==================== scanline_span_setup_flat
Fig. 1: scanline_span_setup_flat, clock wiring as the flow saved it
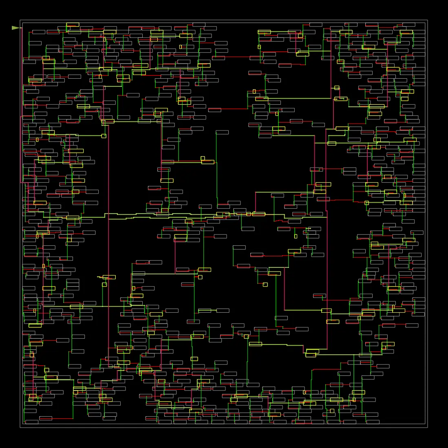
Fig. 2: scanline_span_setup_flat, signal wires on met4
Supply wires on this layer in grey.
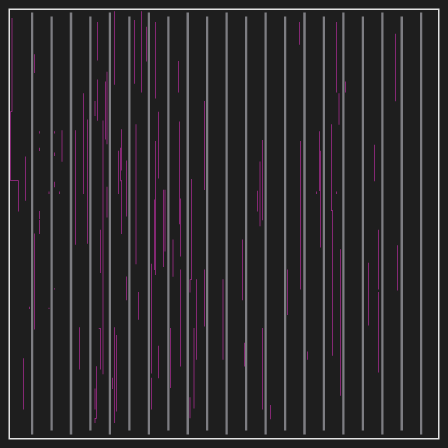
[src/rtl/scanline_span_setup_if.sv]
// scanline_span_setup_if: request/result bundle between a scanline driver and the span setup engine.
interface scanline_span_setup_if;
  logic start;
  logic signed [28:0] a_u, a_v, b_u, b_v, c_u, c_v, d_u, d_v;
  logic [16:0] one_over_y;
  logic busy, done;
  logic signed [32:0] u0, v0, u_stride, v_stride;
  modport master (
    output start, a_u, a_v, b_u, b_v, c_u, c_v, d_u, d_v, one_over_y,
    input  busy, done, u0, v0, u_stride, v_stride
  );
  modport slave (
    input  start, a_u, a_v, b_u, b_v, c_u, c_v, d_u, d_v, one_over_y,
    output busy, done, u0, v0, u_stride, v_stride
  );
endinterface

[src/rtl/scanline_span_setup.sv]
// scanline_span_setup: per-scanline texture start/stride setup using one shared 17-cycle shift-add multiplier.
module scanline_span_setup #(
  parameter int FRAC       = 16,
  parameter int SPAN_RECIP = 102
) (
  input logic clk,
  input logic resetn,
  scanline_span_setup_if.slave bus
);
  typedef enum logic [1:0] {IDLE, LOAD, MUL, DONE} state_t;
  state_t state, state_nxt;
  logic signed [28:0] s_au, s_av, s_bu, s_bv, s_cu, s_cv, s_du, s_dv;
  logic [16:0] s_oy;
  logic signed [32:0] lu, lv, ru, rv, su;
  logic signed [51:0] acc, mc, prod, op_mc, pshift;
  logic [16:0] mr, op_mr;
  logic [4:0] cnt;
  logic [2:0] idx, sel;
  logic signed [28:0] ea, ec, ecur;
  logic signed [29:0] de;
  logic signed [33:0] ds;
  logic signed [32:0] esum, sval;
  logic step_end, last;
  always_ff @(posedge clk or negedge resetn)
    if (!resetn) state <= IDLE;
    else state <= state_nxt;
  always_comb begin
    step_end  = state == MUL && cnt == 5'd16;
    last      = step_end && idx == 3'd5;
    state_nxt = state == IDLE ? (bus.start ? LOAD : IDLE) :
                state == LOAD ? MUL :
                state == MUL  ? (last ? DONE : MUL) : IDLE;
  end
  always_comb begin
    bus.busy = state == LOAD || state == MUL;
    bus.done = state == DONE;
  end
  // Operands for the next product are selected while the current one finishes.
  always_comb begin
    sel    = state == LOAD ? 3'd0 : idx + 3'd1;
    ea     = sel == 3'd0 ? s_au : sel == 3'd1 ? s_av : sel == 3'd2 ? s_bu : s_bv;
    ec     = sel == 3'd0 ? s_cu : sel == 3'd1 ? s_cv : sel == 3'd2 ? s_du : s_dv;
    de     = 30'(ea) - 30'(ec);
    ds     = sel == 3'd4 ? 34'(ru) - 34'(lu) : 34'(rv) - 34'(lv);
    op_mc  = sel < 3'd4 ? 52'(de >>> FRAC) : 52'(ds);
    op_mr  = sel < 3'd4 ? s_oy : 17'(SPAN_RECIP);
    prod   = acc + (mr[0] ? mc : 52'sd0);
    ecur   = idx == 3'd0 ? s_cu : idx == 3'd1 ? s_cv : idx == 3'd2 ? s_du : s_dv;
    esum   = 33'(ecur) + 33'($signed(prod[30:0]));
    pshift = prod >>> FRAC;
    sval   = pshift[32:0];
  end
  always_ff @(posedge clk or negedge resetn)
    if (!resetn) begin
      {s_au, s_av, s_bu, s_bv, s_cu, s_cv, s_du, s_dv} <= '0;
      s_oy <= '0;
      {lu, lv, ru, rv, su} <= '0;
      acc <= '0;
      mc <= '0;
      mr <= '0;
      cnt <= '0;
      idx <= '0;
      bus.u0 <= '0;
      bus.v0 <= '0;
      bus.u_stride <= '0;
      bus.v_stride <= '0;
    end else begin
      if (state == IDLE && bus.start) begin
        {s_au, s_av, s_bu, s_bv} <= {bus.a_u, bus.a_v, bus.b_u, bus.b_v};
        {s_cu, s_cv, s_du, s_dv} <= {bus.c_u, bus.c_v, bus.d_u, bus.d_v};
        s_oy <= bus.one_over_y;
      end
      if (state == LOAD || step_end) begin
        mc <= op_mc;
        mr <= op_mr;
        acc <= '0;
        cnt <= '0;
      end else if (state == MUL) begin
        acc <= prod;
        mc <= mc <<< 1;
        mr <= mr >> 1;
        cnt <= cnt + 5'd1;
      end
      if (state == LOAD) idx <= '0;
      else if (step_end) idx <= idx + 3'd1;
      if (step_end) begin
        if (idx == 3'd0) lu <= esum;
        if (idx == 3'd1) lv <= esum;
        if (idx == 3'd2) ru <= esum;
        if (idx == 3'd3) rv <= esum;
        if (idx == 3'd4) su <= sval;
        if (idx == 3'd5) begin
          bus.u0 <= lu;
          bus.v0 <= lv;
          bus.u_stride <= su;
          bus.v_stride <= sval;
        end
      end
    end
endmodule

[src/flat_wrapper.sv]
// flat-port wrapper written by rule: the top's interface ports become plain ports
module scanline_span_setup_flat 
#(
  parameter int FRAC       = 16,
  parameter int SPAN_RECIP = 102
)
  (clk, resetn, bus_start, bus_a_u, bus_a_v, bus_b_u, bus_b_v, bus_c_u, bus_c_v, bus_d_u, bus_d_v, bus_one_over_y, bus_busy, bus_done, bus_u0, bus_v0, bus_u_stride, bus_v_stride);
  scanline_span_setup_if bus_i ();
  input logic clk;
  input logic resetn;
  input wire logic [$bits(bus_i.start)-1:0] bus_start;
  input wire logic [$bits(bus_i.a_u)-1:0] bus_a_u;
  input wire logic [$bits(bus_i.a_v)-1:0] bus_a_v;
  input wire logic [$bits(bus_i.b_u)-1:0] bus_b_u;
  input wire logic [$bits(bus_i.b_v)-1:0] bus_b_v;
  input wire logic [$bits(bus_i.c_u)-1:0] bus_c_u;
  input wire logic [$bits(bus_i.c_v)-1:0] bus_c_v;
  input wire logic [$bits(bus_i.d_u)-1:0] bus_d_u;
  input wire logic [$bits(bus_i.d_v)-1:0] bus_d_v;
  input wire logic [$bits(bus_i.one_over_y)-1:0] bus_one_over_y;
  output wire logic [$bits(bus_i.busy)-1:0] bus_busy;
  output wire logic [$bits(bus_i.done)-1:0] bus_done;
  output wire logic [$bits(bus_i.u0)-1:0] bus_u0;
  output wire logic [$bits(bus_i.v0)-1:0] bus_v0;
  output wire logic [$bits(bus_i.u_stride)-1:0] bus_u_stride;
  output wire logic [$bits(bus_i.v_stride)-1:0] bus_v_stride;
  assign bus_i.start = bus_start;
  assign bus_i.a_u = bus_a_u;
  assign bus_i.a_v = bus_a_v;
  assign bus_i.b_u = bus_b_u;
  assign bus_i.b_v = bus_b_v;
  assign bus_i.c_u = bus_c_u;
  assign bus_i.c_v = bus_c_v;
  assign bus_i.d_u = bus_d_u;
  assign bus_i.d_v = bus_d_v;
  assign bus_i.one_over_y = bus_one_over_y;
  assign bus_busy = bus_i.busy;
  assign bus_done = bus_i.done;
  assign bus_u0 = bus_i.u0;
  assign bus_v0 = bus_i.v0;
  assign bus_u_stride = bus_i.u_stride;
  assign bus_v_stride = bus_i.v_stride;
  scanline_span_setup #(.FRAC(FRAC), .SPAN_RECIP(SPAN_RECIP)) u_core (.clk(clk), .resetn(resetn), .bus(bus_i));
endmodule
[config.mk]
export PLATFORM = sky130hd
export DESIGN_NAME = scanline_span_setup_flat
export DESIGN_NICKNAME = d
export VERILOG_FILES = /design/src/rtl/scanline_span_setup_if.sv /design/src/rtl/scanline_span_setup.sv /design/src/flat_wrapper.sv
export SDC_FILE = /design/constraint.sdc
export NUM_CORES = 2
export LEC_CHECK = 0
export ABC_AREA = 1
export CORE_MARGIN = 1.5
export CORE_UTILIZATION = 45
export DETAILED_ROUTE_END_ITERATION = 6
export DONT_BUFFER_PORTS = 1
export SYNTH_ARGS = -nofsm -noshare
export SYNTH_HDL_FRONTEND = slang
export SYNTH_SLANG_ARGS = --single-unit
[constraint.sdc]
create_clock -name clk -period 4.85 [get_ports clk]
set_clock_uncertainty 0.05 [all_clocks]
set_input_delay 0.7275 -clock clk [delete_from_list [all_inputs] [get_ports clk]]
set_output_delay 0.7275 -clock clk [all_outputs]
set_load 0.02 [all_outputs]
==> design notes <==
Listed in order, past its start point the critical path passes ha_1 -> ha_1 -> nand4_1 -> buf_4 -> buf_6 -> or2_2 -> o211ai_1 -> a31oi_1 -> ha_1 -> a21oi_1 -> o21ai_0 -> o21bai_1 -> a31oi_1 -> nand3_1 -> nand3_4 -> nand2_1 -> nand2_2 -> nand2_1 -> nand2_1 -> nand2_1. The worst relative slew slack is -0.4630, and the met3 capacity usage during global routing is 0.06340.

Counting pins that exceed their max-slew limit in the final report gives 252. Once detail routing completed, the nets flagged for antenna violations numbered 0. Setup repair after global routing left no endpoint under its margin. The smallest clock period supported by the final layout is computed as 4585 ps. The flow ran to the end, but the final reports show violations.

After floorplanning, the die was sized to cover 89110 um^2. The run gives 20030 um^2 for the area taken by multi-input logic gates. With the delay of the slowest cell on the worst path at 450 ps, the worst slack on hold paths is -279.2 ps. Detailed-route iteration 0 reported a violation count of 2528. Hold-check failures listed in the final report amount to 386. For the largest buffer count on any clock path, the log shows 3. The checks that failed: hold timing, slew limit.
Notes on Fig. 1 above:
FF+latch count: 665
number of buffers created by CTS: 79
Insertion Delay late pin: 680 ps
number of clock buffers in the layout: 108

Notes on Fig. 2 above:
nets with wire on the layer = 66
longest straight run = 177 um

==> final timing paths <==
kind / from / endpoint
max in group asynchronous: resetn / u_core.mc[18]$_DFFE_PN0P_
min in group clk: bus_b_u[13] / u_core.s_bu[13]$_DFFE_PN0P_
worst max register to register: u_core.idx[0]$_DFFE_PN0N_ / u_core.mc[39]$_DFFE_PN0P_
worst min-delay path: resetn / u_core.bus.u0[29]$_DFFE_PN0P_
worst min register to register: u_core.su[8]$_DFFE_PN0P_ / u_core.bus.u_stride[8]$_DFFE_PN0P_
worst max-delay path: u_core.idx[0]$_DFFE_PN0N_ / u_core.mc[39]$_DFFE_PN0P_

==================== packet_receiver
Fig. 3: packet_receiver, clock distribution
Bar = 50 um.
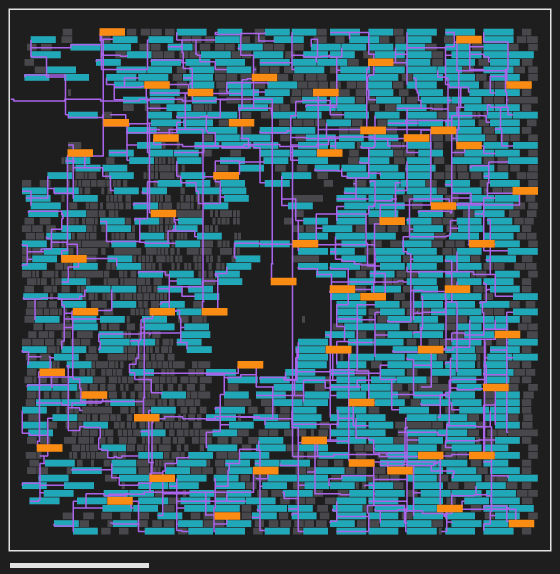
Fig. 4: packet_receiver, signal wires on met4
Supply wires on this layer in grey.
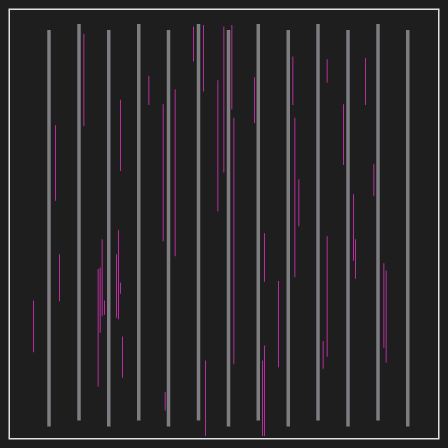
Fig. 5: packet_receiver, cells by drive strength
Bar = 50 um.
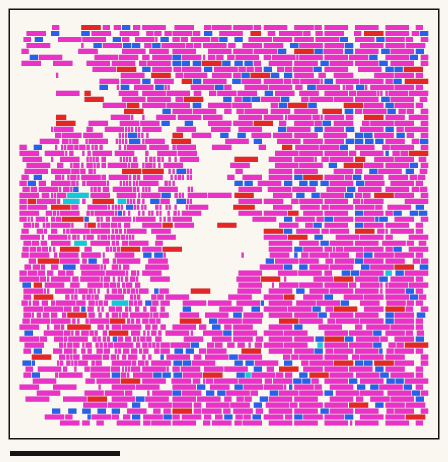
`src/rtl/packet_receiver.sv`:
```
// packet_receiver: serial receive side of the laser TCP link.
// Hunts for SYNC_WORD, then shifts in one 288-bit packet (9 x 32-bit words)
// MSB first. While shifting, it keeps a running ones'-complement sum of the
// 16-bit halfwords. A good packet is presented on the outputs with a
// one-cycle readyout pulse.
// Optional build macro PORT_FILTER_EN: when defined, a good packet whose
// dstport differs from LOCAL_PORT is dropped silently.
module packet_receiver #(
  parameter logic [31:0] SYNC_WORD  = 32'hA5A5_F00D,
  parameter int unsigned TIMEOUT    = 65000,
  parameter logic [15:0] LOCAL_PORT = 16'd80
) (
  input  logic         clk,
  input  logic         reset,
  input  logic         bit_in,
  input  logic         bit_valid,
  output logic         readyout,
  output logic [31:0]  SEQout,
  output logic [31:0]  ACKout,
  output logic [8:0]   flagsout,
  output logic [15:0]  windowout,
  output logic [127:0] message,
  output logic         busy,
  output logic [7:0]   crc_errors,
  output logic [7:0]   timeouts
);

  localparam int TO_W = $clog2(TIMEOUT + 1);
  localparam logic [TO_W-1:0] TO_LAST = TO_W'(TIMEOUT - 1);

  typedef enum logic [1:0] {HUNT, RECV, CHECK} state_t;

  state_t          state;
  logic [31:0]     sync_sh;
  logic [287:0]    pkt;
  logic [8:0]      bit_cnt;
  logic [15:0]     acc;
  logic [TO_W-1:0] to_cnt;
  logic            deliver;

  logic [31:0] sync_next;
  logic [15:0] halfword;
  logic [16:0] acc_sum;
  logic [15:0] acc_fold;
  logic        sum_ok;
  logic        port_ok;

  // Candidate sync window, and the halfword completed by the bit being
  // sampled now.
  assign sync_next = {sync_sh[30:0], bit_in};
  assign halfword  = {pkt[14:0], bit_in};

  // Ones'-complement add with the carry folded straight back in. The folded
  // result never overflows again: the maximum is 0xFFFE + 1.
  assign acc_sum  = {1'b0, acc} + {1'b0, halfword};
  assign acc_fold = acc_sum[15:0] + {15'd0, acc_sum[16]};
  assign sum_ok   = (acc == 16'hFFFF);

`ifdef PORT_FILTER_EN
  assign port_ok = (pkt[271:256] == LOCAL_PORT);
`else
  assign port_ok = 1'b1;
`endif

  // pkt[287] is shifted out and never read. LOCAL_PORT matters only in the
  // filtered build.
  logic unused;
  assign unused = ^{pkt[287], LOCAL_PORT};

  assign busy = (state != HUNT);

  // Packet shift register: it is loaded only in RECV.
  // NOTE: this register is deliberately not reset. bit_cnt decides when its
  // contents are meaningful, so stale data after a reset is harmless.
  always_ff @(posedge clk) begin
    if (state == RECV && bit_valid) pkt <= {pkt[286:0], bit_in};
  end

  // Receiver FSM. The outputs and counters are registered here.
  // NOTE: all state here uses non-blocking assignments, so every branch sees
  // the values from before the edge.
  always_ff @(posedge clk or posedge reset) begin
    if (reset) begin
      state      <= HUNT;
      sync_sh    <= '0;
      bit_cnt    <= '0;
      acc        <= '0;
      to_cnt     <= '0;
      deliver    <= 1'b0;
      readyout   <= 1'b0;
      SEQout     <= '0;
      ACKout     <= '0;
      flagsout   <= '0;
      windowout  <= '0;
      message    <= '0;
      crc_errors <= '0;
      timeouts   <= '0;
    end else begin
      // deliver is set in CHECK, so the outputs and readyout update one
      // edge later.
      readyout <= deliver;
      deliver  <= 1'b0;
      if (deliver) begin
        SEQout    <= pkt[255:224];
        ACKout    <= pkt[223:192];
        flagsout  <= pkt[184:176];
        windowout <= pkt[175:160];
        message   <= pkt[127:0];
      end

      case (state)
        HUNT: begin
          if (bit_valid) begin
            if (sync_next == SYNC_WORD) begin
              state   <= RECV;
              sync_sh <= '0;
              bit_cnt <= '0;
              acc     <= '0;
              to_cnt  <= '0;
            end else begin
              sync_sh <= sync_next;
            end
          end
        end

        RECV: begin
          if (bit_valid) begin
            bit_cnt <= bit_cnt + 9'd1;
            to_cnt  <= '0;
            if (bit_cnt[3:0] == 4'hF) acc <= acc_fold;
            if (bit_cnt == 9'd287) state <= CHECK;
          end else if (to_cnt == TO_LAST) begin
            state <= HUNT;
            if (timeouts != 8'hFF) timeouts <= timeouts + 8'd1;
          end else begin
            to_cnt <= to_cnt + 1'b1;
          end
        end

        CHECK: begin
          // A bit_valid strobe that arrives in this cycle is dropped.
          state <= HUNT;
          if (sum_ok) begin
            deliver <= port_ok;
          end else if (crc_errors != 8'hFF) begin
            crc_errors <= crc_errors + 8'd1;
          end
        end

        default: state <= HUNT;
      endcase
    end
  end

endmodule

```
`config.mk`:
```
export PLATFORM = sky130hd
export DESIGN_NAME = packet_receiver
export DESIGN_NICKNAME = d
export VERILOG_FILES = /design/src/rtl/packet_receiver.sv
export SDC_FILE = /design/constraint.sdc
export NUM_CORES = 1
export LEC_CHECK = 0
export ABC_CLOCK_PERIOD_IN_PS = 33700
export CAP_MARGIN = 10
export CORE_MARGIN = 4
export CORE_UTILIZATION = 60
export CTS_CLUSTER_DIAMETER = 60
export DETAILED_ROUTE_END_ITERATION = 8
export GPL_TIMING_DRIVEN = 0
export PLACE_DENSITY = 0.9
export SLEW_MARGIN = 30
export SYNTH_ARGS = -nofsm -noshare
export SYNTH_HDL_FRONTEND = slang
export SYNTH_SLANG_ARGS = --single-unit
```
`constraint.sdc`:
```
create_clock -name clk -period 33.7 [get_ports clk]
set_input_delay 6.74 -clock clk [delete_from_list [all_inputs] [get_ports clk]]
set_output_delay 6.74 -clock clk [all_outputs]
set_load 0.005 [all_outputs]
```
==> design notes <==
The flow ran to the end, and the final reports show no timing, DRC or antenna violations. For the combinational share of power, the log shows 0.012. The run gives 18.94 mm for the routed metal-1 wire length. The stage logs contain a warning count of 27. The most critical setup path has its startpoint at bit_in. Setup repair after global routing left no endpoint under its margin. From synthesis to final layout, the design area changed by 23.72%. The total instance count after detailed placement is 1967. STA reports a reg2reg setup slack of 28570 ps.

The transition time recorded at the tightest slew-check pin is 908.3 ps. The logs give 0 for the number of violations of the max-capacitance limit and 726 uW for the power drawn by the sequential cells. The sequential cell area fraction in the yosys report was 0.7408; the count of buffering cells on the critical path with inverters included was 2. The element type at the critical path start is an input port. The most crowded layer after global routing is met2.

Per the detail_route report, vias per standard cell equal 5.825. Arrival time of the worst setup path: 12060 ps. The run gives 194.3 um for the horizontal die size.
Notes on Fig. 3 above:
orange -> clock-net drivers  # count 53
purple -> clock wires  # length 6580 um
cyan -> flip-flops  # count 565
flops lie = widely spread
part of the power in the clock network: 0.455
Insertion Delay late pin: 600 ps
worst clock skew: 16.11 ps
Clock Power: 619 uW

Notes on Fig. 4 above:
longest straight run = 112 um
main direction = vertical
nets with wire on the layer = 25
wire length on this layer = 1420 um
share of all routed wire = 3.0%

Notes on Fig. 5 above:
red -> x6 and larger  # cells 80, share 4.9%
blue -> x2  # cells 242, share 15%
cyan -> x3 and x4  # cells 8, share 0.49%
magenta -> x1 and smaller  # cells 1289, share 80%

kinds of logic (layout without fill, tap and decap cells):
group	after synthesis	count (layout)	share of synthesized area
compound gates	86	86	0.02753
xor+xnor	50	50	0.02104
fa+ha+maj	23	23	0.01419
buf+inv	53	397	0.009617
flops	565	565	0.7408
mux	219	219	0.1184
simple gates	279	279	0.06846
cell type report:
type	instances	area share
timing repair buffer	244	0.09891
buffer	38	0.005587
clock buffer	78	0.05946
inverter	15	0.002769
sequential	565	0.5987
multi-input combinational	657	0.2020
tap	448	0.02176
clock inverter	22	0.01079

==================== mod_i2c_arbiter
==> config.mk <==
export PLATFORM = sky130hd
export DESIGN_NAME = mod_i2c_arbiter
export DESIGN_NICKNAME = d
export VERILOG_FILES = /design/src/rtl/mod_i2c_arbiter.sv
export SDC_FILE = /design/constraint.sdc
export NUM_CORES = 1
export LEC_CHECK = 0
export CORE_ASPECT_RATIO = 0.8
export CORE_MARGIN = 1
export CORE_UTILIZATION = 53
export CTS_CLUSTER_SIZE = 24
export DETAILED_ROUTE_END_ITERATION = 10
export GPL_ROUTABILITY_DRIVEN = 0
export HOLD_SLACK_MARGIN = 0.15
export MAX_ROUTING_LAYER = met4
export PLACE_DENSITY = 0.87
export SLEW_MARGIN = 10
export SYNTH_ARGS = -nofsm -noshare
export SYNTH_HDL_FRONTEND = slang
export SYNTH_SLANG_ARGS = --single-unit
==> constraint.sdc <==
create_clock -name i_clk -period 4.8 [get_ports i_clk]
set_input_delay 0.48 -clock i_clk [delete_from_list [all_inputs] [get_ports i_clk]]
set_output_delay 0.48 -clock i_clk [all_outputs]
set_load 0.02 [all_outputs]
==> src/rtl/mod_i2c_arbiter.sv <==
// rtl/mod_i2c_arbiter.sv - two-requester round-robin arbiter in front of a shared WM8731 I2C master
// Grants one write at a time, supervises completion or timeout, then holds the master in reset.

module mod_i2c_arbiter #(
  parameter logic [19:0] TIMEOUT_CYCLES = 20'd500000,
  parameter logic [7:0]  RELEASE_CYCLES = 8'd4
) (
  input  logic       i_clk,
  input  logic       i_nrst,
  input  logic [1:0] i_req,
  input  logic [6:0] i_reg0,
  input  logic [6:0] i_reg1,
  input  logic [8:0] i_data0,
  input  logic [8:0] i_data1,
  output logic [1:0] o_grant,
  output logic [1:0] o_done,
  output logic [1:0] o_fault,
  output logic [3:0] o_fault_code,
  output logic       o_busy,
  output logic       o_mst_nrst,
  output logic [6:0] o_mst_reg,
  output logic [8:0] o_mst_data,
  input  logic       i_mst_done,
  input  logic [3:0] i_mst_fault_code,
  output logic [2:0] o_state
);

  typedef enum logic [2:0] {
    S_IDLE    = 3'd0,
    S_GRANT   = 3'd1,
    S_RUN     = 3'd2,
    S_RELEASE = 3'd3
  } state_t;

  state_t      state;
  state_t      state_nxt;
  logic        done_s1;
  logic        done_s2;
  logic        owner;
  logic        last;
  logic        winner;
  logic [19:0] run_cnt;
  logic [7:0]  rel_cnt;
  logic        run_timeout;
  logic        run_end;
  logic        rel_last;
  logic [3:0]  run_code;

  always_comb begin
    winner = 1'b0;
    if (i_req == 2'b10) begin
      winner = 1'b1;
    end else if (i_req == 2'b11) begin
      winner = ~last;
    end
  end

  // Compare against count+1 so a zero parameter cannot underflow into a huge limit.
  assign run_timeout = ({1'b0, run_cnt} + 21'd1) >= {1'b0, TIMEOUT_CYCLES};
  assign run_end     = done_s2 || run_timeout;
  assign rel_last    = ({1'b0, rel_cnt} + 9'd1) >= {1'b0, RELEASE_CYCLES};
  assign run_code    = done_s2 ? i_mst_fault_code : 4'hF;

  always_comb begin
    state_nxt = state;
    case (state)
      S_IDLE:    if (|i_req) state_nxt = S_GRANT;
      S_GRANT:   state_nxt = S_RUN;
      S_RUN:     if (run_end) state_nxt = S_RELEASE;
      S_RELEASE: if (rel_last) state_nxt = S_IDLE;
      default:   state_nxt = S_IDLE;
    endcase
  end

  always_ff @(posedge i_clk or negedge i_nrst) begin
    if (!i_nrst) begin
      state        <= S_IDLE;
      done_s1      <= 1'b0;
      done_s2      <= 1'b0;
      owner        <= 1'b0;
      last         <= 1'b1;
      run_cnt      <= 20'd0;
      rel_cnt      <= 8'd0;
      o_done       <= 2'b00;
      o_fault      <= 2'b00;
      o_fault_code <= 4'h0;
      o_mst_reg    <= 7'd0;
      o_mst_data   <= 9'd0;
    end else begin
      state   <= state_nxt;
      done_s1 <= i_mst_done;
      done_s2 <= done_s1;
      o_done  <= 2'b00;
      o_fault <= 2'b00;
      // Operands are captured on the IDLE->GRANT edge so they are already valid during GRANT.
      if (state == S_IDLE && |i_req) begin
        owner      <= winner;
        o_mst_reg  <= winner ? i_reg1 : i_reg0;
        o_mst_data <= winner ? i_data1 : i_data0;
      end
      if (state == S_GRANT) begin
        last    <= owner;
        run_cnt <= 20'd0;
      end else if (state == S_RUN && !run_timeout) begin
        run_cnt <= run_cnt + 20'd1;
      end
      if (state == S_RUN && run_end) begin
        o_done       <= {owner, ~owner};
        o_fault      <= (run_code != 4'h0) ? {owner, ~owner} : 2'b00;
        o_fault_code <= run_code;
        rel_cnt      <= 8'd0;
      end else if (state == S_RELEASE) begin
        rel_cnt <= rel_cnt + 8'd1;
      end
    end
  end

  // Decoded from the state register so reset drops the master enable without waiting for a clock.
  assign o_mst_nrst = (state == S_GRANT) || (state == S_RUN);
  assign o_grant    = (state == S_GRANT) ? {owner, ~owner} : 2'b00;
  assign o_busy     = (state != S_IDLE);
  assign o_state    = state;

endmodule

Fig. 6: mod_i2c_arbiter, clock wiring as the flow saved it
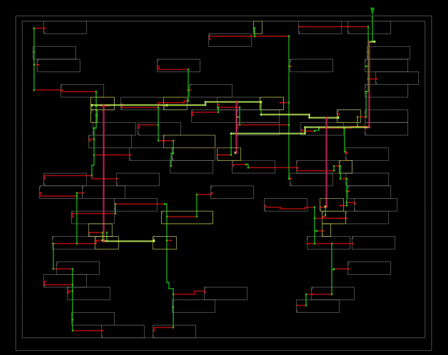
FF+latch count: 58
worst clock skew: 9.348 ps
Num Clock Sinks: 58
Insertion Delay late pin: 330 ps
number of clock buffers in the layout: 11

==> design notes <==
The tools report the routed via count as 2822. Pin count of the biggest net entering global routing: 59. Most common cell after layout, fill and taps aside: sky130_fd_sc_hd__clkdlybuf4s50_1. The number of gates resized after CTS was 0. In this run, synthesis produced a sequential element count of 58.

The run gives 20 for the number of flip-flops in the largest register. The simple-gate share of the synthesized area is 0.2300, and the number of ports placed on the die boundary is 72. The final core utilization is 0.7085, and the total standard cell area after synthesis is 3232 um^2. The placed cell area is 3948 um^2. The post-synthesis mux area share was 0.06930; the wire length of the first global-routing pass was 12.44 mm. The worst relative slew slack is 0.2142, and the number of antenna diodes is 0.

The non-clock buffering overhead in the final layout was 0.1706; the distinct cell type count after synthesis was 65. The worst slack on hold paths was 274.6 ps; the number of warning messages in the logs was 29. With the post-detailed-route count of antenna-violating nets at 0, the number of cells in Yosys stat is 330. The synthesis report names the predominant flop master as sky130_fd_sc_hd__dfrtp_1. The worst endpoint required time is 5040 ps, and the inverter count is 6.

Xor and xnor fraction of the mapped netlist area: 0.02981. The tools report the initial antenna violation count as 0. The initial standard-cell utilization of the core was 0.5496; the reg-to-reg setup timing slack was 1260 ps. The per-cell routed wire length is 15.65 um, and the clock distribution area overhead in the final layout is 0.05255.

The flow ran to the end, and the final reports show no timing, DRC or antenna violations. Post-CTS timing repair inserted 0 buffers for setup. In this run the number of H-tree levels came out at 3.
Fig. 7: mod_i2c_arbiter, clock distribution
Bar = 20 um.
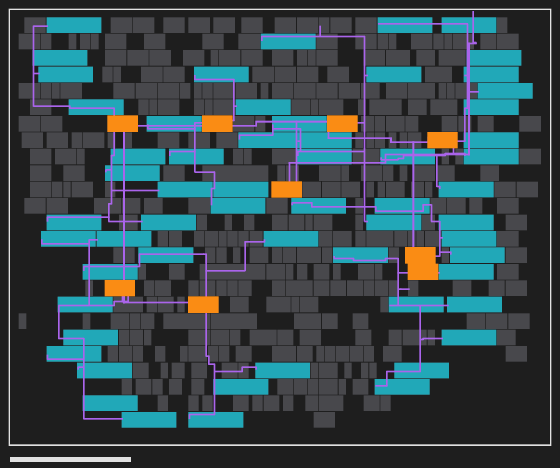
cyan -> flip-flops  # count 58
orange -> clock-net drivers  # count 9
purple -> clock wires  # length 728 um
routed clock nets = 10

-- cells in the mapped netlist, drive strengths merged, types with 7 or more instances --
library cell  instances  area share
clkbuf               12       0.014
nor2                 22       0.026
mux2i                19       0.059
a21oi                16       0.025
buf                   9       0.018
dfrtp                57        0.44
o21ai                30       0.048
nand3                12       0.019
xor2                  7       0.019
nand2                33       0.038
or3                   8       0.015
or4                  12       0.031
-- power breakdown --
group	internal, mW	switching (mW)
clock network	0.305	0.192
logic	0.396	0.471
registers	0.626	0.105

==================== ppb_frame_sched
Fig. 8: ppb_frame_sched, register map, names as in the netlist
Other sequential cells in the stronger grey, the rest of the logic in the fainter grey.
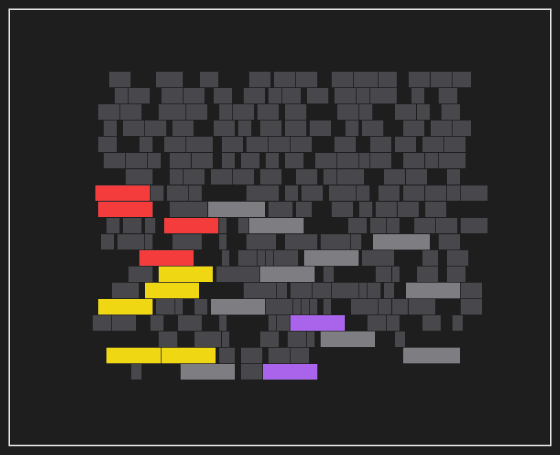
Fig. 9: ppb_frame_sched, clock distribution
Bar = 20 um.
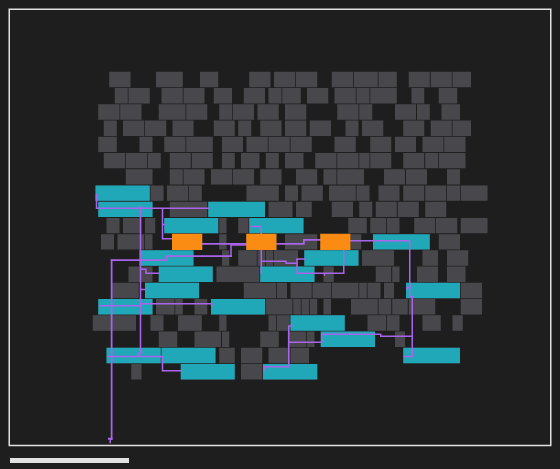
[src/rtl/ppb_frame_sched_pkg.sv]
// Shared constants, FSM encoding and arbitration helper for the
// ping-pong buffer frame scheduler.
package ppb_frame_sched_pkg;

  localparam int WORD_LEN  = 11;
  localparam int FFT_N     = 32;
  localparam int FILL_CYC  = FFT_N / 2;
  localparam int DRAIN_CYC = FFT_N;
  localparam int NBANK     = 2;

  typedef enum logic [0:0] {
    ST_IDLE = 1'b0,
    ST_FILL = 1'b1
  } state_e;

  // Round-robin pick between two lanes: a lone requester wins, a tie goes to
  // the lane that did not win last time.
  function automatic logic pick_winner(input logic r0, input logic r1, input logic last);
    return (r0 && r1) ? ~last : r1;
  endfunction

endpackage

[src/rtl/ppb_tag_fifo.sv]
// Small 1-bit-wide FIFO holding the source lane of each buffered frame,
// plus its protocol checker.
module ppb_tag_fifo #(
  parameter int DEPTH = 2
) (
  input  logic clk,
  input  logic i_rst_n,
  input  logic push,
  input  logic din,
  input  logic pop,
  output logic dout,
  output logic full,
  output logic empty
);

  localparam int PW = (DEPTH > 1) ? $clog2(DEPTH) : 1;
  localparam int CW = $clog2(DEPTH + 1);
  localparam logic [PW-1:0] PTR_LAST  = PW'(DEPTH - 1);
  localparam logic [CW-1:0] CNT_DEPTH = CW'(DEPTH);

  logic [DEPTH-1:0] mem_r;
  logic [PW-1:0]    wr_ptr_r;
  logic [PW-1:0]    rd_ptr_r;
  logic [CW-1:0]    count_r;
  logic             do_push_s;
  logic             do_pop_s;

  assign full      = (count_r == CNT_DEPTH);
  assign empty     = (count_r == CW'(0));
  assign do_push_s = push && !full;
  assign do_pop_s  = pop && !empty;
  assign dout      = mem_r[rd_ptr_r];

  // Storage, pointers and occupancy count.
  always_ff @(posedge clk or negedge i_rst_n) begin
    if (!i_rst_n) begin
      mem_r    <= {DEPTH{1'b0}};
      wr_ptr_r <= {PW{1'b0}};
      rd_ptr_r <= {PW{1'b0}};
      count_r  <= {CW{1'b0}};
    end else begin
      if (do_push_s) begin
        mem_r[wr_ptr_r] <= din;
        wr_ptr_r        <= (wr_ptr_r == PTR_LAST) ? {PW{1'b0}} : wr_ptr_r + PW'(1);
      end
      if (do_pop_s) begin
        rd_ptr_r <= (rd_ptr_r == PTR_LAST) ? {PW{1'b0}} : rd_ptr_r + PW'(1);
      end
      case ({do_push_s, do_pop_s})
        2'b10:   count_r <= count_r + CW'(1);
        2'b01:   count_r <= count_r - CW'(1);
        default: count_r <= count_r;
      endcase
    end
  end

  ppb_tag_fifo_chk u_chk (
    .clk     (clk),
    .i_rst_n (i_rst_n),
    .push    (push),
    .pop     (pop),
    .full    (full),
    .empty   (empty)
  );

endmodule

// Credit accounting guarantees the FIFO is never pushed while full nor
// popped while empty; these properties flag any violation.
module ppb_tag_fifo_chk (
  input logic clk,
  input logic i_rst_n,
  input logic push,
  input logic pop,
  input logic full,
  input logic empty
);

  a_no_push_full: assert property (@(posedge clk) disable iff (!i_rst_n) !(push && full));
  a_no_pop_empty: assert property (@(posedge clk) disable iff (!i_rst_n) !(pop && empty));

endmodule

[src/rtl/ppb_frame_sched.sv]
// Frame-level round-robin scheduler in front of the bit-reverse ping-pong
// buffer: grants whole frames, muxes the lane, tracks bank credit and tags.
module ppb_frame_sched #(
  parameter int W         = ppb_frame_sched_pkg::WORD_LEN,
  parameter int FILL_CYC  = ppb_frame_sched_pkg::FILL_CYC,
  parameter int DRAIN_CYC = ppb_frame_sched_pkg::DRAIN_CYC,
  parameter int NBANK     = ppb_frame_sched_pkg::NBANK
) (
  input  logic         clk,
  input  logic         i_rst_n,
  input  logic         req0,
  input  logic         req1,
  input  logic [W-1:0] up0,
  input  logic [W-1:0] dn0,
  input  logic [W-1:0] up1,
  input  logic [W-1:0] dn1,
  output logic         rdy0,
  output logic         rdy1,
  output logic         buf_in_valid,
  output logic [W-1:0] buf_up,
  output logic [W-1:0] buf_dn,
  input  logic         buf_out_valid,
  output logic         out_src,
  output logic [1:0]   free_banks,
  output logic         busy,
  output logic         err
);

  import ppb_frame_sched_pkg::*;

  localparam int FC_W = $clog2(FILL_CYC);
  localparam int DC_W = $clog2(DRAIN_CYC);
  localparam logic [FC_W-1:0] FILL_LAST  = FC_W'(FILL_CYC - 1);
  localparam logic [DC_W-1:0] DRAIN_LAST = DC_W'(DRAIN_CYC - 1);
  localparam logic [1:0]      NBANK_V    = 2'(NBANK);

  state_e            state_r;
  state_e            state_s;
  logic [FC_W-1:0]   fill_cnt_r;
  logic [DC_W-1:0]   drain_cnt_r;
  logic              sel_r;
  logic              last_gnt_r;
  logic [1:0]        free_r;
  logic [1:0]        free_s;
  logic              err_r;

  logic              fill_s;
  logic              fill_last_s;
  logic              can_grant_s;
  logic              grant_s;
  logic              winner_s;
  logic              credit_s;
  logic              tag_head_s;
  logic              tag_full_s;
  logic              tag_empty_s;

  assign fill_s      = (state_r == ST_FILL);
  assign fill_last_s = (fill_cnt_r == FILL_LAST);
  assign winner_s    = pick_winner(req0, req1, last_gnt_r);
  // Credit is read only from the register, so a drain completing this cycle
  // cannot enable a grant until the next one.
  assign can_grant_s = (req0 || req1) && (free_r != 2'd0) && !tag_full_s;
  assign credit_s    = buf_out_valid && !tag_empty_s && (drain_cnt_r == DRAIN_LAST);

  // Next-state and grant decision; grants happen only on frame boundaries.
  always_comb begin
    state_s = state_r;
    grant_s = 1'b0;
    case (state_r)
      ST_IDLE: begin
        if (can_grant_s) begin
          state_s = ST_FILL;
          grant_s = 1'b1;
        end else begin
          state_s = ST_IDLE;
        end
      end
      ST_FILL: begin
        if (fill_last_s) begin
          if (can_grant_s) begin
            state_s = ST_FILL;
            grant_s = 1'b1;
          end else begin
            state_s = ST_IDLE;
          end
        end else begin
          state_s = ST_FILL;
        end
      end
      default: begin
        state_s = ST_IDLE;
        grant_s = 1'b0;
      end
    endcase
  end

  // FSM state register.
  always_ff @(posedge clk or negedge i_rst_n) begin
    if (!i_rst_n) begin
      state_r <= ST_IDLE;
    end else begin
      state_r <= state_s;
    end
  end

  // Fill counter wraps at the frame boundary so back-to-back frames stay unbroken.
  always_ff @(posedge clk or negedge i_rst_n) begin
    if (!i_rst_n) begin
      fill_cnt_r <= {FC_W{1'b0}};
    end else if (fill_s) begin
      fill_cnt_r <= fill_last_s ? {FC_W{1'b0}} : fill_cnt_r + FC_W'(1);
    end else begin
      fill_cnt_r <= {FC_W{1'b0}};
    end
  end

  // Granted lane; last_gnt starts at 1 so lane 0 wins the first tie.
  always_ff @(posedge clk or negedge i_rst_n) begin
    if (!i_rst_n) begin
      sel_r      <= 1'b0;
      last_gnt_r <= 1'b1;
    end else if (grant_s) begin
      sel_r      <= winner_s;
      last_gnt_r <= winner_s;
    end else begin
      sel_r      <= sel_r;
      last_gnt_r <= last_gnt_r;
    end
  end

  // Bank credit: debit on grant, credit on last drain word, saturating both ways.
  always_comb begin
    free_s = free_r;
    case ({grant_s, credit_s})
      2'b10:   free_s = (free_r != 2'd0) ? free_r - 2'd1 : free_r;
      2'b01:   free_s = (free_r != NBANK_V) ? free_r + 2'd1 : free_r;
      default: free_s = free_r;
    endcase
  end

  // Credit register, drain word counter and sticky underrun error.
  always_ff @(posedge clk or negedge i_rst_n) begin
    if (!i_rst_n) begin
      free_r      <= NBANK_V;
      drain_cnt_r <= {DC_W{1'b0}};
      err_r       <= 1'b0;
    end else begin
      free_r <= free_s;
      if (buf_out_valid) begin
        drain_cnt_r <= drain_cnt_r + DC_W'(1);
      end else begin
        drain_cnt_r <= drain_cnt_r;
      end
      err_r <= err_r || (buf_out_valid && tag_empty_s);
    end
  end

  ppb_tag_fifo #(
    .DEPTH (NBANK)
  ) u_tag_fifo (
    .clk     (clk),
    .i_rst_n (i_rst_n),
    .push    (grant_s),
    .din     (winner_s),
    .pop     (credit_s),
    .dout    (tag_head_s),
    .full    (tag_full_s),
    .empty   (tag_empty_s)
  );

  assign rdy0         = fill_s && !sel_r;
  assign rdy1         = fill_s && sel_r;
  assign buf_in_valid = fill_s;
  assign buf_up       = fill_s ? (sel_r ? up1 : up0) : {W{1'b0}};
  assign buf_dn       = fill_s ? (sel_r ? dn1 : dn0) : {W{1'b0}};
  assign out_src      = tag_empty_s ? 1'b0 : tag_head_s;
  assign free_banks   = free_r;
  assign busy         = fill_s || (free_r != NBANK_V);
  assign err          = err_r;

endmodule
[config.mk]
export PLATFORM = sky130hd
export DESIGN_NAME = ppb_frame_sched
export DESIGN_NICKNAME = d
export VERILOG_FILES = /design/src/rtl/ppb_frame_sched_pkg.sv /design/src/rtl/ppb_tag_fifo.sv /design/src/rtl/ppb_frame_sched.sv
export SDC_FILE = /design/constraint.sdc
export NUM_CORES = 1
export LEC_CHECK = 0
export CORE_ASPECT_RATIO = 0.75
export CORE_MARGIN = 10
export CORE_UTILIZATION = 39
export CTS_CLUSTER_SIZE = 25
export DETAILED_ROUTE_END_ITERATION = 10
export GPL_TIMING_DRIVEN = 0
export HOLD_SLACK_MARGIN = 0.06
export PLACE_DENSITY = 0.8
export SLEW_MARGIN = 20
export SYNTH_ARGS = -nofsm -noshare
export SYNTH_HDL_FRONTEND = slang
export SYNTH_SLANG_ARGS = --single-unit
[constraint.sdc]
create_clock -name clk -period 2.58 [get_ports clk]
set_input_delay 0.645 -clock clk [delete_from_list [all_inputs] [get_ports clk]]
set_output_delay 0.645 -clock clk [all_outputs]
set_load 0.02 [all_outputs]
==> design notes <==
The flow ran to the end, and the final reports show no timing, DRC or antenna violations. The commonest register cell is sky130_fd_sc_hd__dfrtp_1. According to the CTS report, the clock sink count is 21. For the all-layer global routing usage, the log shows 0.1318. The timing report gives the worst reg2reg path a setup slack of 350 ps. With the share of Yosys cell area claimed by the top area cell type at 0.3276, the post-detailed-route count of antenna-violating nets is 0.

Per the GRT log, the top usage layer is met2. At the end of the flow, the number of nets in the layout was 275. For the completed layout, the total cell area is recorded as 2350 um^2. The run gives 4 for the inverter count. Measured along the x axis, the die boundary spans 90.44 um. With the non-clock buffering overhead in the final layout at 0.3493, the worst endpoint required time is 1930 ps. The per-cell via count in the routed design was 4.672.

The number of failing setup endpoints in the final timing report came out at 0. The combinational share of power came out at 0.213. For this floorplan the total number of well-tap instances is 52. The register with the most flip-flops in the layout has 5 of them.

Counting I/O delays and the setup requirement, the final critical path takes 2462 ps. All stages included, the depth of the critical timing path comes to 4. The fraction of power spent switching nets works out to 0.2421.

The tools report the post-CTS resize count as 18. In this run the critical path is formed by buf_2 -> buf_4 -> and2_1 -> clkdlybuf4s50_1. The critical path is of the flip-flop to primary output type. The max-slew violation count is 0. For the number of nets in the synthesized netlist, the log shows 193. The largest single stage delay on the critical path is 610 ps. The area growth from synthesis to layout is 61.90%. Dividing the synthesized area by the synthesized cell count gives 10.52 um^2.

The tools report the routing usage on met2 as 0.2572.
Notes on Fig. 8 above:
red -> fill_cnt_r  # sequential cells 4, where west
purple -> u_tag_fifo.count_r  # sequential cells 2
yellow -> drain_cnt_r  # sequential cells 5
not coloured = 10
sequential standard cell area: 529.3 um^2
Seq area share: 0.2252
power in sequential cells: 401 uW

Notes on Fig. 9 above:
purple -> clock wires  # length 281 um
orange -> clock-net drivers  # count 3
cyan -> flip-flops  # count 21
routed clock nets = 4
Insertion Delay late pin: 260 ps
worst clock skew: 4.269 ps
Clock Power: 215 uW

[worst min path at each step]
stage                        startpoint                           endpoint  slack, ps  depth (start not counted)
after floorplan                 i_rst_n             buf_in_valid$_DFF_PN0_        350                          0
after global placement    err$_DFF_PN0_                      err$_DFF_PN0_        440                          1
after detailed placement  err$_DFF_PN0_                      err$_DFF_PN0_        450                          1
after CTS                 err$_DFF_PN0_                      err$_DFF_PN0_        460                          1
after global routing            i_rst_n                      err$_DFF_PN0_        370                          1
final                           i_rst_n  u_tag_fifo.count_r[0]$_DFFE_PN0P_        340                          1

==================== branch_sequencer
## config.mk

```make
export PLATFORM = sky130hd
export DESIGN_NAME = branch_sequencer
export DESIGN_NICKNAME = d
export VERILOG_FILES = /design/src/rtl/branch_sequencer.sv
export SDC_FILE = /design/constraint.sdc
export NUM_CORES = 1
export LEC_CHECK = 0
export CAP_MARGIN = 20
export CELL_PAD_IN_SITES_DETAIL_PLACEMENT = 1
export CELL_PAD_IN_SITES_GLOBAL_PLACEMENT = 2
export CORE_ASPECT_RATIO = 0.9
export CORE_MARGIN = 1.5
export CORE_UTILIZATION = 37
export DETAILED_ROUTE_END_ITERATION = 12
export GPL_TIMING_DRIVEN = 1
export HOLD_SLACK_MARGIN = 0.03
export PLACE_DENSITY = 0.9
export SLEW_MARGIN = 20
export SYNTH_ARGS = -nofsm -noshare
export SYNTH_HDL_FRONTEND = slang
export SYNTH_SLANG_ARGS = --single-unit
```

## constraint.sdc

```tcl
create_clock -name clk -period 17.7 [get_ports clk]
set_input_delay 4.425 -clock clk [delete_from_list [all_inputs] [get_ports clk]]
set_output_delay 4.425 -clock clk [all_outputs]
set_load 0.01 [all_outputs]
```

## src/rtl/branch_sequencer.sv

```systemverilog
// rtl/branch_sequencer.sv - multi-cycle conditional branch resolver for the multi-cycle MIPS core
module branch_sequencer #(
   parameter logic [4:0] LINK_REG = 5'd31
) (
   input  logic        clk,
   input  logic        rst,
   input  logic        start,
   input  logic        abort,
   input  logic [2:0]  br_type,
   input  logic [31:0] pc,
   input  logic [15:0] imm,
   input  logic [31:0] rs_val,
   input  logic [31:0] rt_val,
   output logic        busy,
   output logic        done,
   output logic        taken,
   output logic        pc_we,
   output logic [31:0] pc_next,
   output logic        link_we,
   output logic [4:0]  link_addr,
   output logic [31:0] link_data
);

   localparam logic [2:0] BR_BEQ    = 3'b000;
   localparam logic [2:0] BR_BNE    = 3'b001;
   localparam logic [2:0] BR_BGEZ   = 3'b010;
   localparam logic [2:0] BR_BGTZ   = 3'b011;
   localparam logic [2:0] BR_BLEZ   = 3'b100;
   localparam logic [2:0] BR_BLTZ   = 3'b101;
   localparam logic [2:0] BR_BGEZAL = 3'b110;
   localparam logic [2:0] BR_BLTZAL = 3'b111;

   typedef enum logic [1:0] {
      S_IDLE   = 2'd0,
      S_EXT    = 2'd1,
      S_CMP    = 2'd2,
      S_COMMIT = 2'd3
   } state_t;

   state_t      state;

   // Operands captured at accept; the request inputs are free to change afterwards.
   logic [2:0]  type_q;
   logic [31:0] pc_q;
   logic [15:0] imm_q;
   logic [31:0] rs_q;
   logic [31:0] rt_q;

   // Addresses formed in EXT.
   logic [31:0] pc4_q;
   logic [31:0] target_q;

   logic [31:0] offset;
   logic        rs_neg;
   logic        rs_zero;
   logic        cond;
   logic        is_link;

   // Word offset: sign-extend the 16-bit field and scale by 4 (wraps silently mod 2^32).
   assign offset    = {{14{imm_q[15]}}, imm_q, 2'b00};
   assign rs_neg    = rs_q[31];
   assign rs_zero   = (rs_q == 32'd0);
   assign is_link   = (type_q == BR_BGEZAL) || (type_q == BR_BLTZAL);
   assign link_addr = LINK_REG;

   // Branch condition from the latched operands; rs compares are signed against zero.
   always_comb begin
      cond = 1'b0;
      case (type_q)
         BR_BEQ:    cond = (rs_q == rt_q);
         BR_BNE:    cond = (rs_q != rt_q);
         BR_BGEZ:   cond = !rs_neg;
         BR_BGTZ:   cond = !rs_neg && !rs_zero;
         BR_BLEZ:   cond = rs_neg || rs_zero;
         BR_BLTZ:   cond = rs_neg;
         BR_BGEZAL: cond = !rs_neg;
         BR_BLTZAL: cond = rs_neg;
         default:   cond = 1'b0;
      endcase
   end

   // Sequencer: IDLE -> EXT -> CMP -> COMMIT, with all outputs registered.
   // Commit strobes are loaded on the CMP->COMMIT edge so they coincide with COMMIT.
   always_ff @(posedge clk or posedge rst) begin
      if (rst) begin
         state     <= S_IDLE;
         type_q    <= 3'd0;
         pc_q      <= 32'd0;
         imm_q     <= 16'd0;
         rs_q      <= 32'd0;
         rt_q      <= 32'd0;
         pc4_q     <= 32'd0;
         target_q  <= 32'd0;
         busy      <= 1'b0;
         done      <= 1'b0;
         taken     <= 1'b0;
         pc_we     <= 1'b0;
         pc_next   <= 32'd0;
         link_we   <= 1'b0;
         link_data <= 32'd0;
      end else begin
         done    <= 1'b0;
         pc_we   <= 1'b0;
         link_we <= 1'b0;
         case (state)
            S_IDLE: begin
               // abort beats a simultaneous start
               if (start && !abort) begin
                  type_q <= br_type;
                  pc_q   <= pc;
                  imm_q  <= imm;
                  rs_q   <= rs_val;
                  rt_q   <= rt_val;
                  busy   <= 1'b1;
                  state  <= S_EXT;
               end
            end
            S_EXT: begin
               if (abort) begin
                  busy  <= 1'b0;
                  state <= S_IDLE;
               end else begin
                  pc4_q    <= pc_q + 32'd4;
                  target_q <= pc_q + 32'd4 + offset;
                  state    <= S_CMP;
               end
            end
            S_CMP: begin
               if (abort) begin
                  busy  <= 1'b0;
                  state <= S_IDLE;
               end else begin
                  taken     <= cond;
                  pc_next   <= cond ? target_q : pc4_q;
                  link_data <= pc4_q;
                  done      <= 1'b1;
                  pc_we     <= 1'b1;
                  link_we   <= is_link;
                  state     <= S_COMMIT;
               end
            end
            S_COMMIT: begin
               // strobes are already out; abort is irrelevant here
               busy  <= 1'b0;
               state <= S_IDLE;
            end
            default: begin
               busy  <= 1'b0;
               state <= S_IDLE;
            end
         endcase
      end
   end

endmodule

```

Fig. 10: branch_sequencer, cells by drive strength
Bar = 50 um.
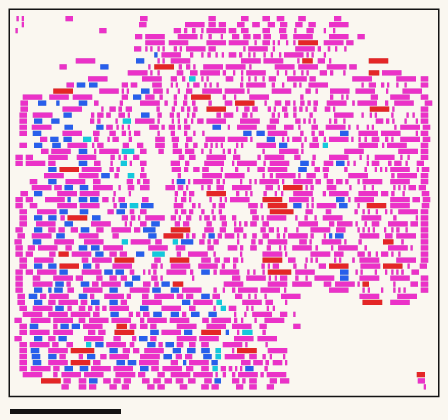
cyan -> x3 and x4  # cells 18, share 1.4%
magenta -> x1 and smaller  # cells 1135, share 85%
red -> x6 and larger  # cells 40, share 3.0%
blue -> x2  # cells 136, share 10%
area growth from synthesis to final layout: 26.80%
total non-filler cell area in the finished layout: 15220 um^2
buffer count excluding the clock tree in the final layout: 195
final setup margin: 10670 ps

Fig. 11: branch_sequencer, register map, names as in the netlist
Other sequential cells in the stronger grey, the rest of the logic in the fainter grey.
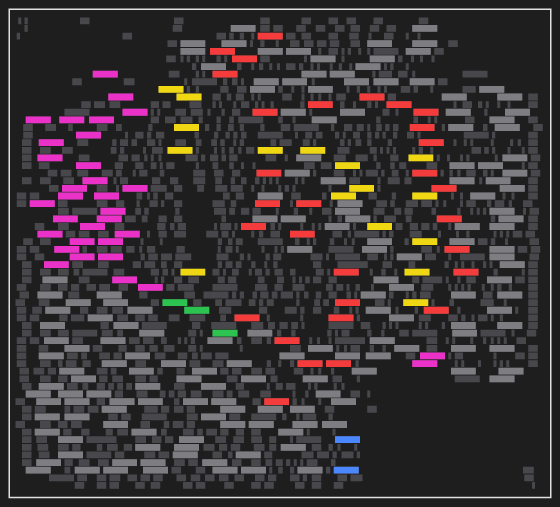
yellow -> imm_q  # sequential cells 16
red -> target_q  # sequential cells 30
magenta -> pc_q  # sequential cells 32
blue -> state  # sequential cells 2
green -> type_q  # sequential cells 3
not coloured = 164

==> design notes <==
The run finished with clean final reports. For the worst setup skew after layout, the log shows 10.56 ps. Listed in order, past its start point the critical path passes clkdlybuf4s50_1 -> nand3b_1 -> buf_4 -> buf_4 -> mux2_2. The largest part of the power goes to combinational cells. The clock network power share is 0.191, and the instance tally after logic synthesis is 1133. The tools report the total instance count after detailed placement as 1694. TritonCTS built the clock tree.

With the pre-CTS setup slack at 10090 ps, the post-synthesis compound-gate area fraction is 0.07890. Distinct cell type count after synthesis: 67. The die covers 33530 um^2. The detailed-route DRC error count is 0, and the maximum level of the CTS H-tree is 1. Looking at hold timing, the worst path starts from pc_q[0]$_DFFE_PP0P_. STA classifies the critical path endpoint as a flip-flop. With the async set-or-reset flop fraction in the synthesized netlist at 1.000, the fmax is 0.1423 GHz.

The timing report lists the critical path depth as 5 cells. The sequential cell count was 247. The tools report the met3 capacity usage during global routing as 0.03057. The initial standard-cell utilization of the core is 0.3756.

Looking at the clock tree report, the maximum root-to-sink buffer count equals 3. In the synthesis report, Yosys lists the chip area as 12000 um^2. Wire length on met3: 1.672 mm. The final timing report derives a shortest allowable period of 7028 ps. Among the stages of the critical path, the cell type that occurs most often is sky130_fd_sc_hd__buf_4.

For this sky-water flow run, the detailed-routed wirelength per cell is reported as 18.33 um. Most common cell after layout, fill and taps aside: sky130_fd_sc_hd__nand2_1. Per the post-synthesis stats, the area per cell is 10.59 um^2. Per the GRT congestion report, total overflow comes to 0. The synthesized netlist occupies a cell area of 12000 um^2.

In the layout the commonest cells are 270 x sky130_fd_sc_hd__nand2_1, 247 x sky130_fd_sc_hd__dfrtp_1, 187 x sky130_fd_sc_hd__clkdlybuf4s50_1, 119 x sky130_fd_sc_hd__mux2_2, 51 x sky130_fd_sc_hd__xor2_1. The logs give 6.877 nW for the leakage power total and 62 for the number of rows in the core area. For the count of clock-net buffers in the final layout, the log shows 39. The layer flagged by global routing as most heavily used is met2.

The number of cells traversed by the worst hold path is 2.
Fig. 12: branch_sequencer, signal wires on met4
Supply wires on this layer in grey.
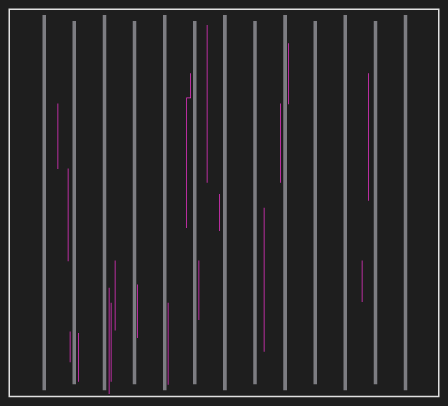
nets with wire on the layer = 9
longest straight run = 70.7 um
main direction = vertical
share of all routed wire = 2.1%
wire length on this layer = 668 um

synthesized netlist by cell type (all sizes together), types with 2 or more instances:
cell    number
a21boi       2
or3          4
dfrtp      247
a21o        12
and2         4
o41ai        3
a21oi       29
o211ai       3
o21ai       74
nand4       14
o21bai       3
nor3         7
nand3       18
mux2i       30
a211o        4
nor3b        2
ha          35
xor2        52
nand2b       6
a31oi        4
nand2      270
and3         6
buf         13
nor2        26
xnor2       30
nor4        19
a221oi       2
inv         20
a211oi       4
nand3b       2
and4         6
mux2       120
o31ai        6
clkbuf      41


==> layout pictures side by side <==
Logic cells by family.
image #1
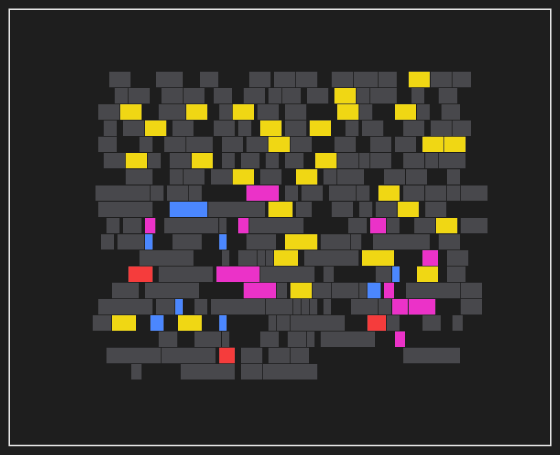
image #2
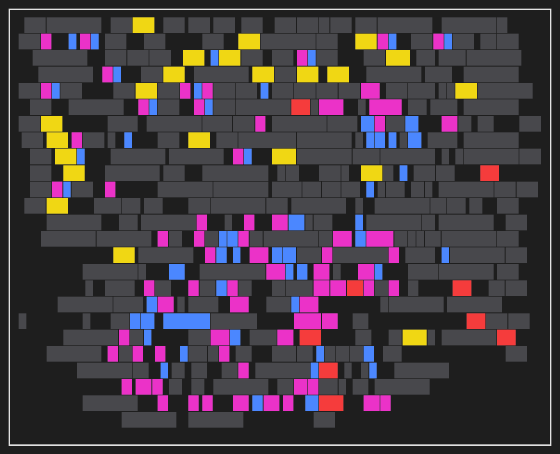
image #3
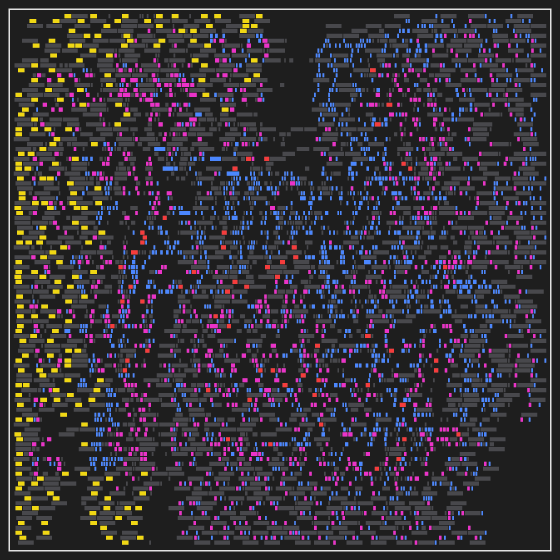
mod_i2c_arbiter -> image #2
ppb_frame_sched -> image #1
scanline_span_setup_flat -> image #3
- most cells: image #3
- fewest cells: image #1

Key to image #2:
yellow -> mux cells  # cells 22, most used mux2i_1
magenta -> aoi and oai cells  # cells 69, most used o21ai_0
red -> non-inverting ao/oa cells  # cells 9, most used o22a_1
blue -> nand cells  # cells 54, most used nand2_1

Power figures rest on the tool's default switching activity, not on a simulated workload.
